==================== bitwise_accum
Fig. 1: bitwise_accum, cells coloured by class
Scale bar: 20 microns.
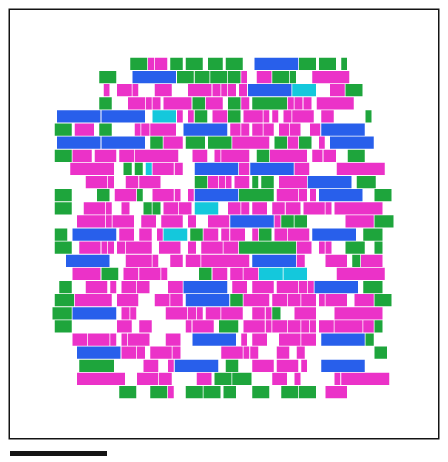

[src/rtl/bitwise_accum.sv]
// Streaming bitwise reducer: folds a packet of WIDTH-bit words into one word
// with OR/AND/XOR/NOR, valid/ready on both sides.
//
// state | meaning
// IDLE  | waiting for the first beat of a packet
// ACCUM | folding further beats into acc until in_last
// HOLD  | result offered on out_*, waiting for out_ready
module bitwise_accum #(
  parameter int WIDTH = 16,
  parameter int CNT_W = 8
) (
  input  logic             clk,
  input  logic             rst_n,
  input  logic             in_valid,
  output logic             in_ready,
  input  logic [WIDTH-1:0] in_data,
  input  logic             in_last,
  input  logic [1:0]       op,
  output logic             out_valid,
  input  logic             out_ready,
  output logic [WIDTH-1:0] out_data,
  output logic [CNT_W-1:0] out_count,
  output logic             out_sat,
  output logic             out_zero
);

  typedef enum logic [1:0] {IDLE, ACCUM, HOLD} state_t;

  state_t           state;
  logic [WIDTH-1:0] acc;
  logic [CNT_W-1:0] count;
  logic             sat_q;
  logic [1:0]       op_q;

  // NOR folds as OR; the inversion is applied once on the output side.
  function automatic logic [WIDTH-1:0] fold(input logic [WIDTH-1:0] a,
                                            input logic [WIDTH-1:0] b,
                                            input logic [1:0]       sel);
    case (sel)
      2'b01:   fold = a & b;
      2'b10:   fold = a ^ b;
      default: fold = a | b;
    endcase
  endfunction

  always_ff @(posedge clk or negedge rst_n) begin
    if (!rst_n) begin
      state <= IDLE;
      acc   <= '0;
      count <= '0;
      sat_q <= 1'b0;
      op_q  <= 2'b00;
    end else begin
      case (state)
        IDLE: begin
          if (in_valid) begin
            acc   <= in_data;
            count <= CNT_W'(1);
            sat_q <= 1'b0;
            op_q  <= op;
            state <= in_last ? HOLD : ACCUM;
          end
        end
        ACCUM: begin
          if (in_valid) begin
            acc <= fold(acc, in_data, op_q);
            if (&count) sat_q <= 1'b1;
            else        count <= count + CNT_W'(1);
            if (in_last) state <= HOLD;
          end
        end
        HOLD: begin
          if (out_ready) begin
            acc   <= '0;
            count <= '0;
            sat_q <= 1'b0;
            state <= IDLE;
          end
        end
        default: state <= IDLE;
      endcase
    end
  end

  assign in_ready  = (state != HOLD);
  assign out_valid = (state == HOLD);
  assign out_data  = (op_q == 2'b11) ? ~acc : acc;
  assign out_count = count;
  assign out_sat   = sat_q;
  assign out_zero  = (out_data == '0);

endmodule

[config.mk]
export PLATFORM = sky130hd
export DESIGN_NAME = bitwise_accum
export DESIGN_NICKNAME = d
export VERILOG_FILES = /design/src/rtl/bitwise_accum.sv
export SDC_FILE = /design/constraint.sdc
export NUM_CORES = 1
export LEC_CHECK = 0
export CAP_MARGIN = 15
export CORE_MARGIN = 8
export CORE_UTILIZATION = 47
export CTS_CLUSTER_SIZE = 14
export DETAILED_ROUTE_END_ITERATION = 16
export GPL_ROUTABILITY_DRIVEN = 0
export GPL_TIMING_DRIVEN = 0
export HOLD_SLACK_MARGIN = 0.05
export PLACE_DENSITY = 0.76
export RECOVER_POWER = 50
export SETUP_SLACK_MARGIN = 0.02
export SLEW_MARGIN = 5
export SYNTH_ARGS = -nofsm -noshare
export SYNTH_HDL_FRONTEND = slang
export SYNTH_SLANG_ARGS = --single-unit
export TNS_END_PERCENT = 30
[constraint.sdc]
create_clock -name clk -period 2.03 [get_ports clk]
set_clock_uncertainty 0.05 [all_clocks]
set_input_delay 0.406 -clock clk [delete_from_list [all_inputs] [get_ports clk]]
set_output_delay 0.406 -clock clk [all_outputs]
set_load 0.03 [all_outputs]
==================== output_ram_scheduler
$ cat config.mk
export PLATFORM = sky130hd
export DESIGN_NAME = output_ram_scheduler
export DESIGN_NICKNAME = d
export VERILOG_FILES = /design/src/rtl/output_ram_scheduler.sv
export SDC_FILE = /design/constraint.sdc
export NUM_CORES = 1
export LEC_CHECK = 0
export CORE_AREA = 2 2 131 133
export DETAILED_ROUTE_END_ITERATION = 10
export DIE_AREA = 0 0 133 135
export GPL_TIMING_DRIVEN = 0
export PLACE_DENSITY = 0.62
export RECOVER_POWER = 25
export SLEW_MARGIN = 20
export SYNTH_ARGS = -nofsm -noshare
export SYNTH_HDL_FRONTEND = slang
export SYNTH_SLANG_ARGS = --single-unit
$ cat constraint.sdc
create_clock -name clk -period 2.75 [get_ports clk]
set_input_delay 0.825 -clock clk [delete_from_list [all_inputs] [get_ports clk]]
set_output_delay 0.825 -clock clk [all_outputs]
set_load 0.02 [all_outputs]
$ cat src/rtl/output_ram_scheduler.sv
// Output RAM scheduler: shares the single-port output RAM between the pixel
// packer (writer) and the readout client, tracks frame fill and grants reads.
//
// Request/grant handshake (both ports): a requester raises *_req together
// with its address/data and holds all of them unchanged until the
// combinational *_grant is seen high in the same cycle; a cycle with
// req=1 and grant=1 is the transfer. No request is queued internally.
module output_ram_scheduler #(
    parameter int ADDR_W       = 16,
    parameter int DATA_W       = 64,
    parameter int FRAME_WORDS  = 38400,
    parameter int STARVE_LIMIT = 8
) (
    input  logic                                 clk,
    input  logic                                 reset_n,
    input  logic                                 frame_start,
    input  logic                                 wr_req,
    input  logic [ADDR_W-1:0]                    wr_addr,
    input  logic [DATA_W-1:0]                    wr_data,
    output logic                                 wr_grant,
    input  logic                                 rd_req,
    input  logic [ADDR_W-1:0]                    rd_addr,
    output logic                                 rd_grant,
    output logic [DATA_W-1:0]                    rd_data,
    output logic                                 rd_valid,
    output logic                                 ram_en,
    output logic                                 ram_we,
    output logic [ADDR_W-1:0]                    ram_addr,
    output logic [DATA_W-1:0]                    ram_din,
    input  logic [DATA_W-1:0]                    ram_dout,
    output logic                                 frame_done,
    output logic                                 frame_err,
    output logic [1:0]                           dbg_state,
    output logic [$clog2(FRAME_WORDS+1)-1:0]     dbg_wr_count
);

    localparam int CNT_W = $clog2(FRAME_WORDS + 1);
    localparam int STV_W = $clog2(STARVE_LIMIT + 1);

    typedef enum logic [1:0] {
        IDLE  = 2'd0,
        FILL  = 2'd1,
        READY = 2'd2
    } state_t;

    state_t             state_q, state_d;
    logic [CNT_W-1:0]   wr_count_q, wr_count_d;
    logic [STV_W-1:0]   starve_q, starve_d;
    logic               err_q, err_d;
    logic               rd_valid_q;
    logic               wr_grant_c;
    logic               rd_grant_c;
    logic               forced_rd;

    // State, counters and sticky error register; reset abandons any frame.
    always_ff @(posedge clk or negedge reset_n) begin
        if (!reset_n) begin
            state_q    <= IDLE;
            wr_count_q <= '0;
            starve_q   <= '0;
            err_q      <= 1'b0;
            rd_valid_q <= 1'b0;
        end else begin
            state_q    <= state_d;
            wr_count_q <= wr_count_d;
            starve_q   <= starve_d;
            err_q      <= err_d;
            rd_valid_q <= rd_grant_c;
        end
    end

    // Next state, arbitration and frame counting.
    always_comb begin
        state_d    = state_q;
        wr_count_d = wr_count_q;
        starve_d   = '0;
        err_d      = err_q;
        wr_grant_c = 1'b0;
        rd_grant_c = 1'b0;
        forced_rd  = 1'b0;
        case (state_q)
            IDLE: begin
                rd_grant_c = rd_req;
                if (frame_start) begin
                    state_d    = FILL;
                    wr_count_d = '0;
                end
            end
            FILL: begin
                // Writer has priority until the reader has waited STARVE_LIMIT cycles.
                forced_rd = (starve_q == STV_W'(STARVE_LIMIT)) && rd_req;
                if (forced_rd) begin
                    rd_grant_c = 1'b1;
                end else begin
                    wr_grant_c = wr_req;
                    rd_grant_c = rd_req & ~wr_req;
                end
                if (rd_req && !rd_grant_c) begin
                    if (starve_q != STV_W'(STARVE_LIMIT)) begin
                        starve_d = starve_q + STV_W'(1);
                    end else begin
                        starve_d = starve_q;
                    end
                end
                if (wr_grant_c) begin
                    if (wr_count_q == CNT_W'(FRAME_WORDS - 1)) begin
                        state_d    = READY;
                        wr_count_d = '0;
                    end else begin
                        wr_count_d = wr_count_q + CNT_W'(1);
                    end
                end
                // A restart mid-fill is not honoured; it is only flagged.
                if (frame_start) begin
                    err_d = 1'b1;
                end
            end
            READY: begin
                rd_grant_c = rd_req;
                if (frame_start) begin
                    state_d    = FILL;
                    wr_count_d = '0;
                end
            end
            default: begin
                state_d = IDLE;
            end
        endcase
    end

    // Grants are forced low while reset is asserted so nothing reaches the RAM.
    assign wr_grant     = wr_grant_c & reset_n;
    assign rd_grant     = rd_grant_c & reset_n;

    assign ram_en       = wr_grant | rd_grant;
    assign ram_we       = wr_grant;
    assign ram_addr     = wr_grant ? wr_addr : rd_addr;
    assign ram_din      = wr_data;

    assign rd_valid     = rd_valid_q;
    assign rd_data      = rd_valid_q ? ram_dout : '0;

    assign frame_done   = (state_q == READY);
    assign frame_err    = err_q;
    assign dbg_state    = state_q;
    assign dbg_wr_count = wr_count_q;

endmodule

==================== lut_ram_wr_arb
### config.mk
export PLATFORM = sky130hd
export DESIGN_NAME = lut_ram_wr_arb
export DESIGN_NICKNAME = d
export VERILOG_FILES = /design/src/rtl/lut_ram_wr_arb.sv
export SDC_FILE = /design/constraint.sdc
export NUM_CORES = 1
export LEC_CHECK = 0
export CAP_MARGIN = 20
export CORE_MARGIN = 5
export CORE_UTILIZATION = 24
export CTS_CLUSTER_SIZE = 20
export DETAILED_ROUTE_END_ITERATION = 10
export PLACE_DENSITY = 0.92
export SLEW_MARGIN = 25
export SYNTH_ARGS = -nofsm -noshare
export SYNTH_HDL_FRONTEND = slang
export SYNTH_SLANG_ARGS = --single-unit
### constraint.sdc
create_clock -name clk -period 2.2 [get_ports clk]
set_clock_uncertainty 0.05 [all_clocks]
set_input_delay 0.44 -clock clk [delete_from_list [all_inputs] [get_ports clk]]
set_output_delay 0.44 -clock clk [all_outputs]
set_load 0.02 [all_outputs]
### src/rtl/lut_ram_wr_arb.sv
// lut_ram_wr_arb
//   Arbitrates two write requesters onto the single write port of a shared
//   lut_ram. With LUT_RAM_WR_ARB_INIT_EN defined, a clear sweep writes zero
//   to every address after reset before any requester is served.
//
//   Optional feature macro: LUT_RAM_WR_ARB_INIT_EN (INIT sweep present).
//
//   Ports
//     clk, reset            block clock; asynchronous active-high reset
//     req0_valid/addr/data  requester 0 write request
//     req0_ready            requester 0 write accepted this cycle
//     req1_*                same as req0_* for requester 1
//     init_busy             clear sweep in progress
//     ram_wr_en/addr/data   lut_ram write port
module lut_ram_wr_arb #(
    parameter int LUT_WIDTH = 32,
    parameter int LUT_DEPTH = 256,
    localparam int AW = $clog2(LUT_DEPTH)
) (
    input  logic                 clk,
    input  logic                 reset,
    input  logic                 req0_valid,
    input  logic [AW-1:0]        req0_addr,
    input  logic [LUT_WIDTH-1:0] req0_data,
    output logic                 req0_ready,
    input  logic                 req1_valid,
    input  logic [AW-1:0]        req1_addr,
    input  logic [LUT_WIDTH-1:0] req1_data,
    output logic                 req1_ready,
    output logic                 init_busy,
    output logic                 ram_wr_en,
    output logic [AW-1:0]        ram_wr_addr,
    output logic [LUT_WIDTH-1:0] ram_wr_data
);

    logic          run;        // arbitration enabled this cycle
    logic          sweep_en;   // clear sweep writes this cycle
    logic [AW-1:0] sweep_addr;
    logic          grant0;
    logic          grant1;
    logic          prio_q;     // requester favoured on contention
    logic          prio_d;

`ifdef LUT_RAM_WR_ARB_INIT_EN
    localparam logic ST_INIT = 1'b0;
    localparam logic ST_RUN  = 1'b1;

    logic          state_q;
    logic          state_d;
    logic [AW-1:0] cnt_q;
    logic [AW-1:0] cnt_d;

    always_comb begin
        state_d = state_q;
        cnt_d   = cnt_q;
        if (state_q == ST_INIT) begin
            cnt_d = cnt_q + 1'b1;
            // Leave INIT on the edge that writes the last address.
            if (cnt_q == AW'(LUT_DEPTH - 1)) begin
                state_d = ST_RUN;
                cnt_d   = '0;
            end
        end
    end

    always_ff @(posedge clk or posedge reset) begin
        if (reset) begin
            state_q <= ST_INIT;
            cnt_q   <= '0;
        end else begin
            state_q <= state_d;
            cnt_q   <= cnt_d;
        end
    end

    // Reset gates the outputs combinationally so nothing is written or
    // accepted while reset is held, even between clock edges.
    assign init_busy  = (state_q == ST_INIT);
    assign sweep_en   = (state_q == ST_INIT) && !reset;
    assign sweep_addr = cnt_q;
    assign run        = (state_q == ST_RUN) && !reset;
`else
    assign init_busy  = 1'b0;
    assign sweep_en   = 1'b0;
    assign sweep_addr = '0;
    assign run        = !reset;
`endif

    // A lone requester wins immediately; on contention prio_q decides.
    assign grant0 = run && req0_valid && (!req1_valid || !prio_q);
    assign grant1 = run && req1_valid && (!req0_valid ||  prio_q);

    assign req0_ready = grant0;
    assign req1_ready = grant1;

    // Favour the other requester after every transfer; hold otherwise.
    always_comb begin
        prio_d = prio_q;
        if (grant0) begin
            prio_d = 1'b1;
        end else if (grant1) begin
            prio_d = 1'b0;
        end
    end

    always_ff @(posedge clk or posedge reset) begin
        if (reset) begin
            prio_q <= 1'b0;
        end else begin
            prio_q <= prio_d;
        end
    end

    always_comb begin
        ram_wr_en   = 1'b0;
        ram_wr_addr = '0;
        ram_wr_data = '0;
        if (sweep_en) begin
            ram_wr_en   = 1'b1;
            ram_wr_addr = sweep_addr;
        end else if (grant0) begin
            ram_wr_en   = 1'b1;
            ram_wr_addr = req0_addr;
            ram_wr_data = req0_data;
        end else if (grant1) begin
            ram_wr_en   = 1'b1;
            ram_wr_addr = req1_addr;
            ram_wr_data = req1_data;
        end
    end

endmodule


## Gallery

Power grid.
image #1
Scale bar: 50 microns. Pins as bars on the die edge. Tap cells in grey.
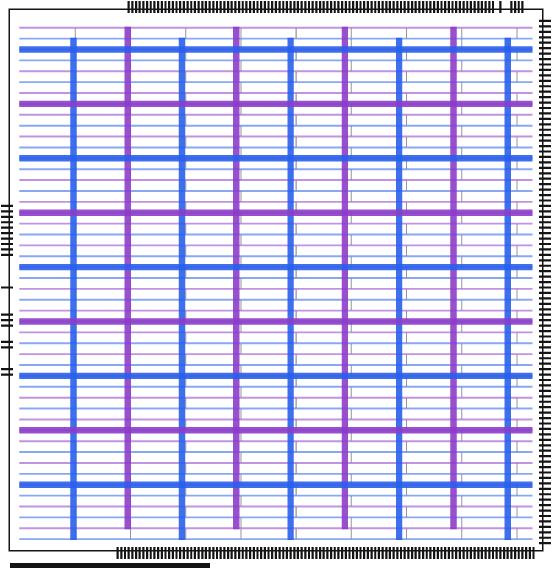
image #2
Scale bar: 20 microns. Pins as bars on the die edge. Tap cells in grey.
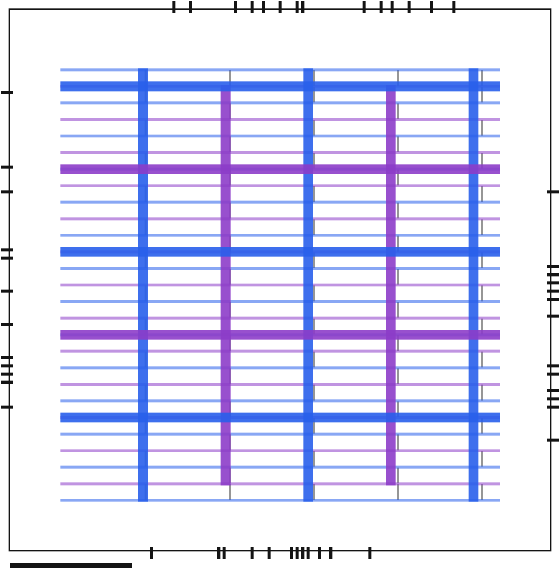
image #3
Scale bar: 20 microns. Pins as bars on the die edge. Tap cells in grey.
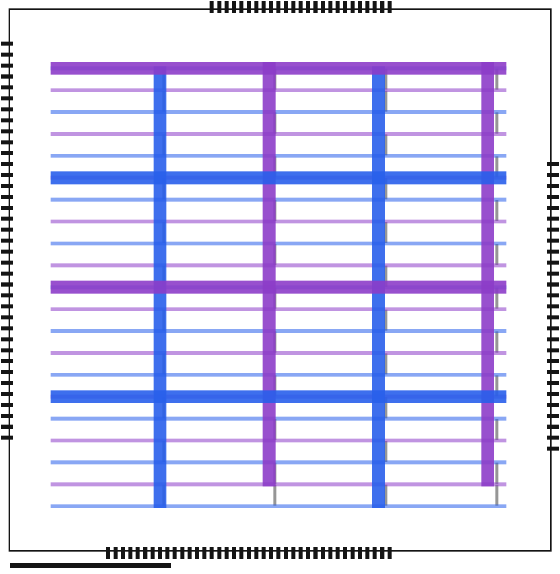
- image #2 = bitwise_accum
- image #3 = lut_ram_wr_arb
- image #1 = output_ram_scheduler
- largest die: image #1
- smallest die: image #3

Key to image #1:
| colour | net |
|---|---|
| blue | VSS |
| purple | VDD |
met1 rails: 48
signal pins: 334
rows: 47
met4 straps: 9
met5 straps: 9

Fig. 2: output_ram_scheduler, metal layers overlaid
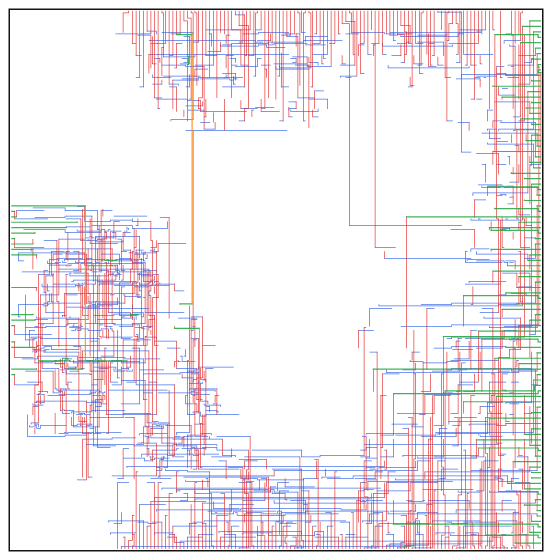
| colour | layer | wire length |
|---|---|---|
| blue | metal 1 | 5170 microns |
| green | metal 3 | 882 microns |
| red | metal 2 | 6860 microns |
| orange | metal 4 | 130 microns |
average wire per cell in the routed design: 16.28 microns
total global routing track utilization: 13.41%
vias after detailed routing: 3118
Routed WL: 13040 microns

==> notes.md, output_ram_scheduler <==
Notes on the flow outputs.

- According to the cell report, flip-flops and latches in the layout number 24.
- The number of max-cap violations reads 0.
- The worst setup skew after layout is 9.521 ps.
- The worst hold-check slack reads 431.2 ps.
- The non-clock buffer count in the final layout reads 356.
- The largest cell class by area is buffers.
- The number of non-clock inverters is 12.
- CTS built an H-tree with a depth of 1.
- The cell internal power dissipation is 0.001200 W.
- The post-layout worst setup margin reads -25.35 ps.
- The multi-input logic area is 1291 sq um.
- The cell taking the most area after synthesis is dfrtp_1.
- By area the synthesized netlist is led by dfrtp_1 (24%), buf_4 (20%), and2_1 (16%).
- The number of clock sinks seen by CTS reads 24.
- The core area is 16410 sq um.
- In the layout the commonest cells are clkdlybuf4s50_1 (168), buf_4 (73), and2_1 (65).
- The power in sequential cells is 0.000458 W.
- Cells with a size suffix above 1 make up 22.20% of the layout.
- The total length of routed met3 wires reads 881 microns.
- Among logic cells in the layout, the one with the most instances is clkdlybuf4s50_1.
- The power spent charging and discharging nets is roughly 0.00066 W.
- The final critical-path required period is around 2800 ps.
- The fraction of synthesis flops using an asynchronous set or reset pin reads 100.0%.
- The final standard cell count with taps included and fillers excluded reads 801.
- The final reports fail on negative setup slack.
- The pre-CTS setup slack reads -1269 ps.
- Setup repair after global routing could not meet its margin everywhere.
- Averaged over all synthesized cells, the footprint is 8.201 sq um.
- In this design, the largest share of critical-path delay is due to simple AND/OR/NAND/NOR gates.
- The cell area power density is 332.0 nW/um^2.
- All stages included, the depth of the critical timing path comes to 7.
- Detailed placement ended at an HPWL of 10990 microns.
- The count of final setup violators is 16.
- The number of distinct library cell variants in the gate-level netlist after synthesis is 43.
- The total standard cell area after synthesis is 2485 sq um.
- The multi-input gate share of the layout cell area is 23.09%.
- Hold repair after CTS inserted 0 buffers.
- The run finished, with violations left.
- STA classifies the critical path endpoint as an output pin.
- The dominant kind of combinational cell reads simple AND/OR/NAND/NOR gates.
- The post-route total power is 0.001857 W.
- The worst setup path is of the in -> out kind.
- Detailed routing placed a total of 6858 microns of wire on met2.
- The relative contribution of combinational cells to total power reads a little over half.
- The fraction of synthesized cell area taken by the top area cell type is 24.17%.
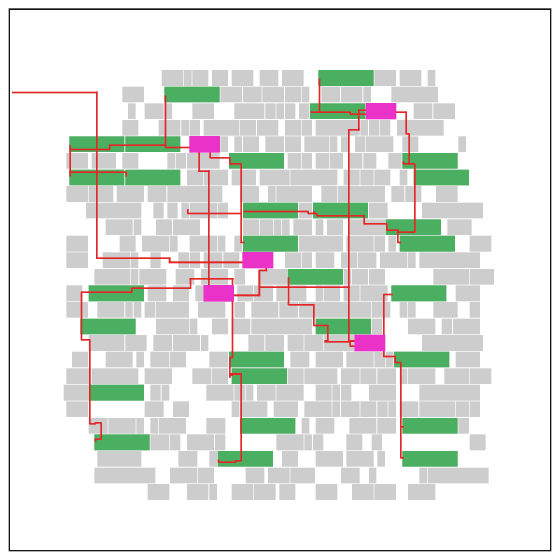
Fig. 3. Clock distribution (bitwise_accum).
[magenta] clock drivers | count: 5
[red] clock wires | length: 486 microns
[green] flip-flops | count: 29
routed clock nets: 6
power in the clock group: 0.000495 W
source-to-sink clock delay at the later pin of the worst-skew pair: 290 ps

## Picture notes: Fig. 1
| colour | class | cells | share of their area |
|---|---|---|---|
| magenta | combinational and other logic | 219 | 56% |
| blue | sequential cells | 29 | 20% |
| cyan | clock drivers and dummy loads | 7 | 2.4% |
| green | remaining buffers and delay cells | 85 | 22% |
Rows: 26
sequential cell area share: 19.82%
total core area: 5107 sq um

==> notes.md, bitwise_accum <==
Notes on the flow outputs.

- The run finished, with violations left.
- For this block, the routed nets add up to roughly 7600 microns of wire.
- The via count of the routed design is ~2400.
- In the final report, the number of hold violations comes to 0.
- The multi-input logic area is 1841 sq um.
- Summing the areas of all compound-gate instances in the mapped netlist gives between 20% and 30% of the synthesized area.
- The final reports fail on max-capacitance violations, max-slew violations, negative setup slack.
- The post-route total power reads 0.006706 W.
- The worst setup path is launched from a register.
- Leaving out fill and tap cells, the most frequent cell in the layout is inv_1.
- Synthesis produced a netlist with a net count of 328.
- The overall routing resource usage is 19.06%.
- The period utilization reads 119.8%.
- The count of final setup violators reads 28.
- The number of filler instances in the final layout is about 390.
- Counting stages on the worst path, the most repeated cell is buf_6.
- The number of max-slew violations in the final report reads 30.
- The most used flip-flop cell reads dfrtp_1.
- After synthesis the netlist holds a flip-flop and latch count of 29.
- The floorplan step records an initial core utilization of 48.63%.
- The post-cts sizing count reads 114.
- After routing, the total negative slack on setup checks comes to -2426 ps.
- The post-layout worst setup margin is -401.5 ps.
- The number of max-cap violations reads 1.
- The number of non-clock inverters reads 39.
- The launch point of the critical path reads op_q[0].
- The switching share of power is 51.73%.
- The synthesized area per cell is ~9.4 sq um.
- The critical path class is reg -> out.
- The layout report gives the multi-input gate share of total cell area as between 50% and 60%.
- The total standard cell area after synthesis reads approximately 2500 sq um.
- The number of cells produced by synthesis is 265.
- In this run the count of I/O pins placed on the die edge is 51.
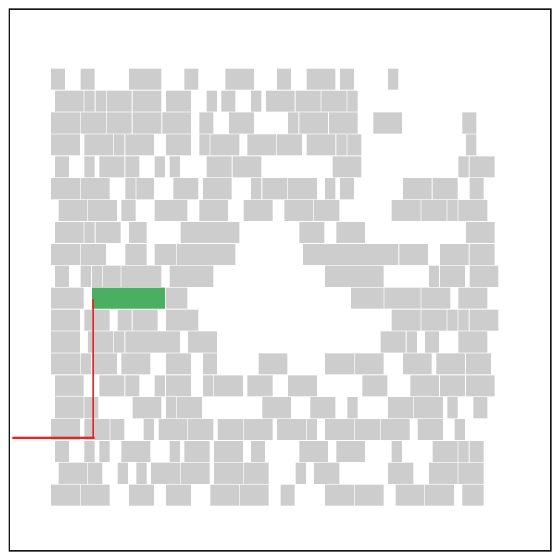
Fig. 4. Clock distribution (lut_ram_wr_arb).
[green] flip-flops | count: 1
[red] clock wires | length: 27.1 microns
routed clock nets: 1
clock share of power: 0%
source-to-sink clock delay at the later pin of the worst-skew pair: 0 ps
power in the clock group: 0 W

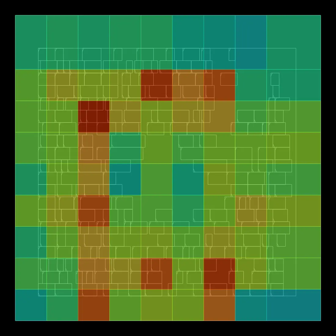
Fig. 5. Routing congestion map (lut_ram_wr_arb).
peak-usage layer in the global routing report: met2
M1 GR Usage: 19.09%
met2 Resource Use GR: 34.72%

==> notes.md, lut_ram_wr_arb <==
Notes on the flow outputs.

- The final RePlAce weighted congestion is around 0.72.
- The flow ran to the end, and the final reports show no timing, DRC or antenna violations.
- The endpoint class of the critical path is an output pin.
- The fraction of synthesized area in multiplexers reads 0%.
- Setup slack closes at 61.84 ps.
- The final critical-path required period reads roughly 2100 ps.
- The final power report lists total power as ~0.00055 W.
- Leaving out fill and tap cells, the most frequent cell in the layout is clkdlybuf4s50_1.
- The antenna diode count is 0.
- In the synthesized netlist, the dominant kind of combinational cell is AND-OR/OR-AND gates.
- In this run, synthesis produced a sequential element count of 1.
- The period utilization is 97.19%.
- The leading cell category by total area reads buffers.
- The master of the slowest instance on the critical path is dlygate4sd2_1.
- The number of max-cap violations is 0.
- The post-synth area from yosys stat reads 782.0 sq um.
- The number of max-slew violations in the final report reads 0.
- For this run, the slowest stage of the critical path takes 290 ps.
- Based on the critical path, the design can be clocked at up to 0.4677 GHz.
- The detailed-routing iteration count for the pre-antenna-repair pass reads 4.

==================== multi_channel_note_gen
**src/rtl/multi_channel_note_gen.sv**
```systemverilog
// Multi-channel square-wave tone generator with a saturating signed mixer.
// Every channel runs its own half-period counter. Divider and octave changes
// are shadowed and only take effect at the channel's wrap boundary, so a
// note change never produces a shortened pulse.
module multi_channel_note_gen #(
  parameter int CH       = 4,
  parameter int DIV_W    = 22,
  parameter int AW       = 16,
  parameter int AMP_STEP = 1024
) (
  input  logic                   clk,
  input  logic                   rst,
  input  logic                   en,
  input  logic [CH-1:0]          ch_en,
  input  logic [CH*DIV_W-1:0]    note_div,
  input  logic [1:0]             octave,
  input  logic [2:0]             volume,
  output logic signed [AW-1:0]   audio_out,
  output logic [CH-1:0]          phase,
  output logic                   clip
);

  // Four bits of headroom are enough for 8 channels at full volume.
  localparam int SW = AW + 4;
  localparam logic signed [SW-1:0] MAX_V = SW'((64'sd1 <<< (AW - 1)) - 64'sd1);
  localparam logic signed [SW-1:0] MIN_V = SW'(-(64'sd1 <<< (AW - 1)));

  logic [DIV_W-1:0]     sdiv [CH];
  logic [DIV_W-1:0]     cnt  [CH];
  logic [1:0]           soct [CH];
  logic [DIV_W-1:0]     eff  [CH];
  logic [CH-1:0]        active;

  logic signed [SW-1:0] amp;
  logic signed [SW-1:0] sum;
  logic signed [SW-1:0] sat;
  logic                 over;

  // Effective half-period from the shadow divider and latched octave.
  // Octave 0 doubles the divider and pins at all-ones instead of wrapping.
  always_comb begin
    for (int k = 0; k < CH; k++) begin
      eff[k] = sdiv[k];
      case (soct[k])
        2'd0: begin
          if (sdiv[k][DIV_W-1]) eff[k] = '1;
          else                  eff[k] = {sdiv[k][DIV_W-2:0], 1'b0};
        end
        2'd1: eff[k] = sdiv[k];
        2'd2: eff[k] = sdiv[k] >> 1;
        default: eff[k] = sdiv[k] >> 2;
      endcase
      active[k] = ch_en[k] && (eff[k] >= DIV_W'(2));
    end
  end

  // Per-channel counters, phases and shadow registers; everything freezes
  // while en is low so playback resumes mid-period without a phase reset.
  always_ff @(posedge clk or negedge rst) begin
    if (!rst) begin
      for (int k = 0; k < CH; k++) begin
        cnt[k]  <= '0;
        sdiv[k] <= '0;
        soct[k] <= 2'd0;
      end
      phase <= '0;
    end else if (en) begin
      for (int k = 0; k < CH; k++) begin
        if (!active[k]) begin
          cnt[k]   <= '0;
          phase[k] <= 1'b0;
          sdiv[k]  <= note_div[k*DIV_W +: DIV_W];
          soct[k]  <= octave;
        end else if (cnt[k] >= eff[k] - DIV_W'(1)) begin
          cnt[k]   <= '0;
          phase[k] <= ~phase[k];
          sdiv[k]  <= note_div[k*DIV_W +: DIV_W];
          soct[k]  <= octave;
        end else begin
          cnt[k] <= cnt[k] + DIV_W'(1);
        end
      end
    end
  end

  // Signed mix of active channels followed by saturation to the output range.
  always_comb begin
    amp = $signed(SW'(volume) * SW'(AMP_STEP));
    sum = '0;
    for (int k = 0; k < CH; k++) begin
      if (active[k]) begin
        if (phase[k]) sum = sum + amp;
        else          sum = sum - amp;
      end
    end
    over = 1'b0;
    sat  = sum;
    if (sum > MAX_V) begin
      sat  = MAX_V;
      over = 1'b1;
    end else if (sum < MIN_V) begin
      sat  = MIN_V;
      over = 1'b1;
    end
  end

  // Output register; pausing forces silence on the next edge.
  always_ff @(posedge clk or negedge rst) begin
    if (!rst) begin
      audio_out <= '0;
      clip      <= 1'b0;
    end else if (en) begin
      audio_out <= sat[AW-1:0];
      clip      <= over;
    end else begin
      audio_out <= '0;
      clip      <= 1'b0;
    end
  end

endmodule

```
**config.mk**
```make
export PLATFORM = sky130hd
export DESIGN_NAME = multi_channel_note_gen
export DESIGN_NICKNAME = d
export VERILOG_FILES = /design/src/rtl/multi_channel_note_gen.sv
export SDC_FILE = /design/constraint.sdc
export NUM_CORES = 1
export LEC_CHECK = 0
export ABC_CLOCK_PERIOD_IN_PS = 6800
export CAP_MARGIN = 20
export CORE_MARGIN = 2
export CORE_UTILIZATION = 55
export CTS_CLUSTER_SIZE = 24
export DETAILED_ROUTE_END_ITERATION = 10
export GPL_TIMING_DRIVEN = 1
export PLACE_DENSITY = 0.75
export SETUP_SLACK_MARGIN = 0.2
export SYNTH_ARGS = -nofsm -noshare
export SYNTH_HDL_FRONTEND = slang
export SYNTH_SLANG_ARGS = --single-unit
```
**constraint.sdc**
```tcl
create_clock -name clk -period 6.8 [get_ports clk]
set_input_delay 1.36 -clock clk [delete_from_list [all_inputs] [get_ports clk]]
set_output_delay 1.36 -clock clk [all_outputs]
set_load 0.05 [all_outputs]
```
==> notes.md <==
Notes on the flow outputs.

- The run finished with clean final reports.
- The total of hold buffers inserted after clock tree synthesis is 0.
- The total nets after synthesis reads 2158.
- The fraction of met3 tracks used by global routing reads 4.027%.
- The number of top-level design ports reads 121.
- Summing over the stages, the warning tally comes to 31.
- The fraction of synthesized cell area taken by the top area cell type is 29.55%.
- The cell area after placement is 18360 sq um.
- RePlAce ended its routability-driven mode at a weighted congestion of 0.8825.
- The count of final setup violators is 0.
- Global routing used 41.80% of the available met2 tracks.
- The fraction of layout instances using a drive strength above 1 is 13.99%.
- The proportion of final cell area spent on non-clock buffers reads 8.839%.
- The total count of hold-check failures in the final report is 0.
- Multi-input logic gates represent a cell area share of 58.89%.
- The post-layout instance area is 19290 sq um.
- The cell taking the most area after synthesis reads dfrtp_1.
- The post-cts sizing count is 10.
- The critical path startpoint category is a register.
- The required arrival time at the worst endpoint reads 7190 ps.
- The instance count after placement with tap cells included is 2397.
- The detailed router placed 14570 vias in this run.
- Multiplexer cells account for between 9 and 10% of the synthesized area.
- The registers of the reported paths see a clock transition of 80 ps.
- In the final timing run, aggregate negative setup slack is 0 ps.
- The power spent charging and discharging nets reads 0.001970 W.
- The cell class contributing the biggest share of worst-path delay is AND-OR/OR-AND gates.
- Setup slack closes at 68.86 ps.
- The leading cell category by total area is combinational gates.
- The xor and xnor area share after synthesis reads between 8 and 9%.
- In this run, distinct cell masters in the synthesized netlist total 77.
- The completed layout was analyzed and its total power is 0.004869 W.
- The number of buffers and inverters on the critical path reads 1.
- The total length of routed met3 wires is 2015 microns.
- The worst min-delay path endpoint is cnt[48].
- The critical path class reads reg -> reg.
- The overall routing resource usage is 25.84%.
- According to the tapcell log, the count of inserted taps is roughly 390.
- The area fraction in full adders, half adders and majority gates reads under 10%.
- The post-synthesis to final-layout area growth reads 16.25%.
- The count of cells in the finished layout, fillers not included, comes to approximately 2400.
- Per the post-route antenna check, the number of violating nets is 0.
- The number of global-route vias before repair is 13900.
- The remaining design rule violation count reads 0.
- Setup repair after global routing could not meet its margin everywhere.
- Measured against its own limit, the worst slew margin works out to about two fifths.
- In the synthesized netlist, the number of instances is 1931.
- The register bit count reported by yosys reads 196.
- The period utilization is 98.99%.
- The number of standard-cell rows in the floorplan reads 63.
- Of all flip-flops after synthesis, the portion carrying an async set or reset was 100.0%.
- The post-synthesis sequential area ratio is 29.55%.
- Static timing analysis puts the maximum clock frequency at around 0.15 GHz.
- The final-stage net count is 2265.
- The worst register-to-register path depth is 31.
- The post-synth area from yosys stat is 16600 sq um.
- The register-to-register path setup slack is 70 ps.
- The fraction of power consumed by sequential logic is 30.2%.
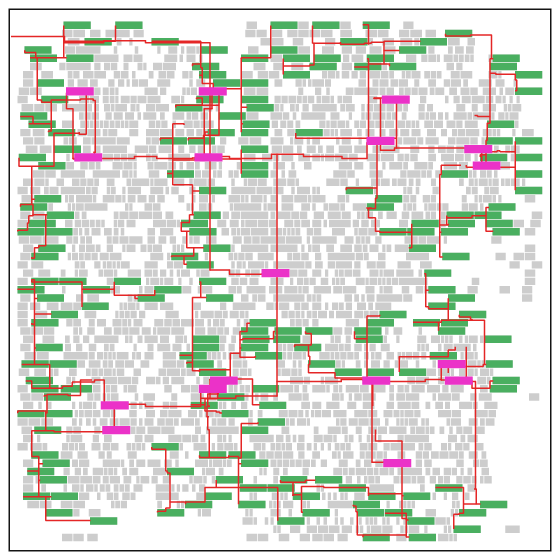
Fig. 6. Clock distribution (multi_channel_note_gen).
[red] clock wires | length: 2660 microns
[magenta] clock drivers | count: 17
[green] flip-flops | count: 196
flops lie: spread over the die
Worst Skew: 11.93 ps
clock share of power: 21.6%
source-to-sink clock delay at the later pin of the worst-skew pair: 460 ps
power in the clock group: 0.00105 W



==> layout pictures side by side <==
Cells coloured by class.
Plate I
Scale bar: 20 microns.
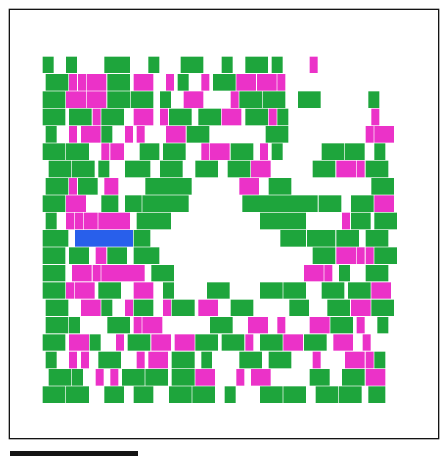
Plate II
Scale bar: 50 microns.
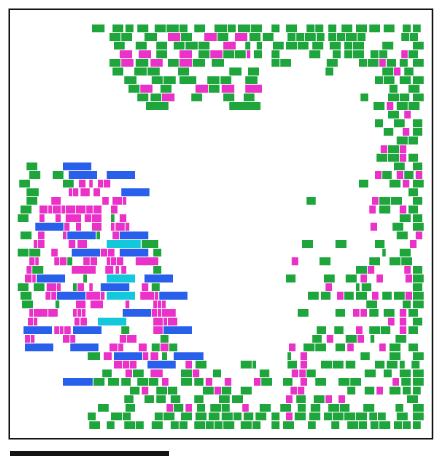
Plate III
Scale bar: 50 microns.
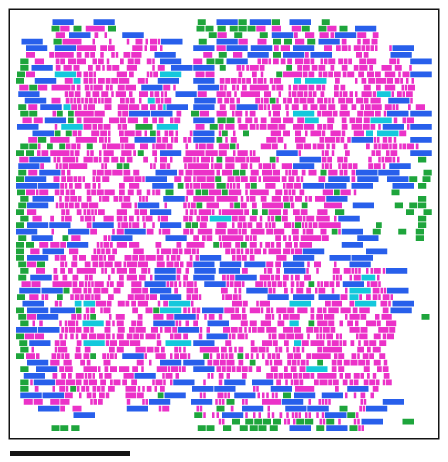
Plate II: output_ram_scheduler
Plate I: lut_ram_wr_arb
Plate III: multi_channel_note_gen
- largest die: Plate III
- fewest cells: Plate I

Power figures rest on the tool's default switching activity, not on a simulated workload.
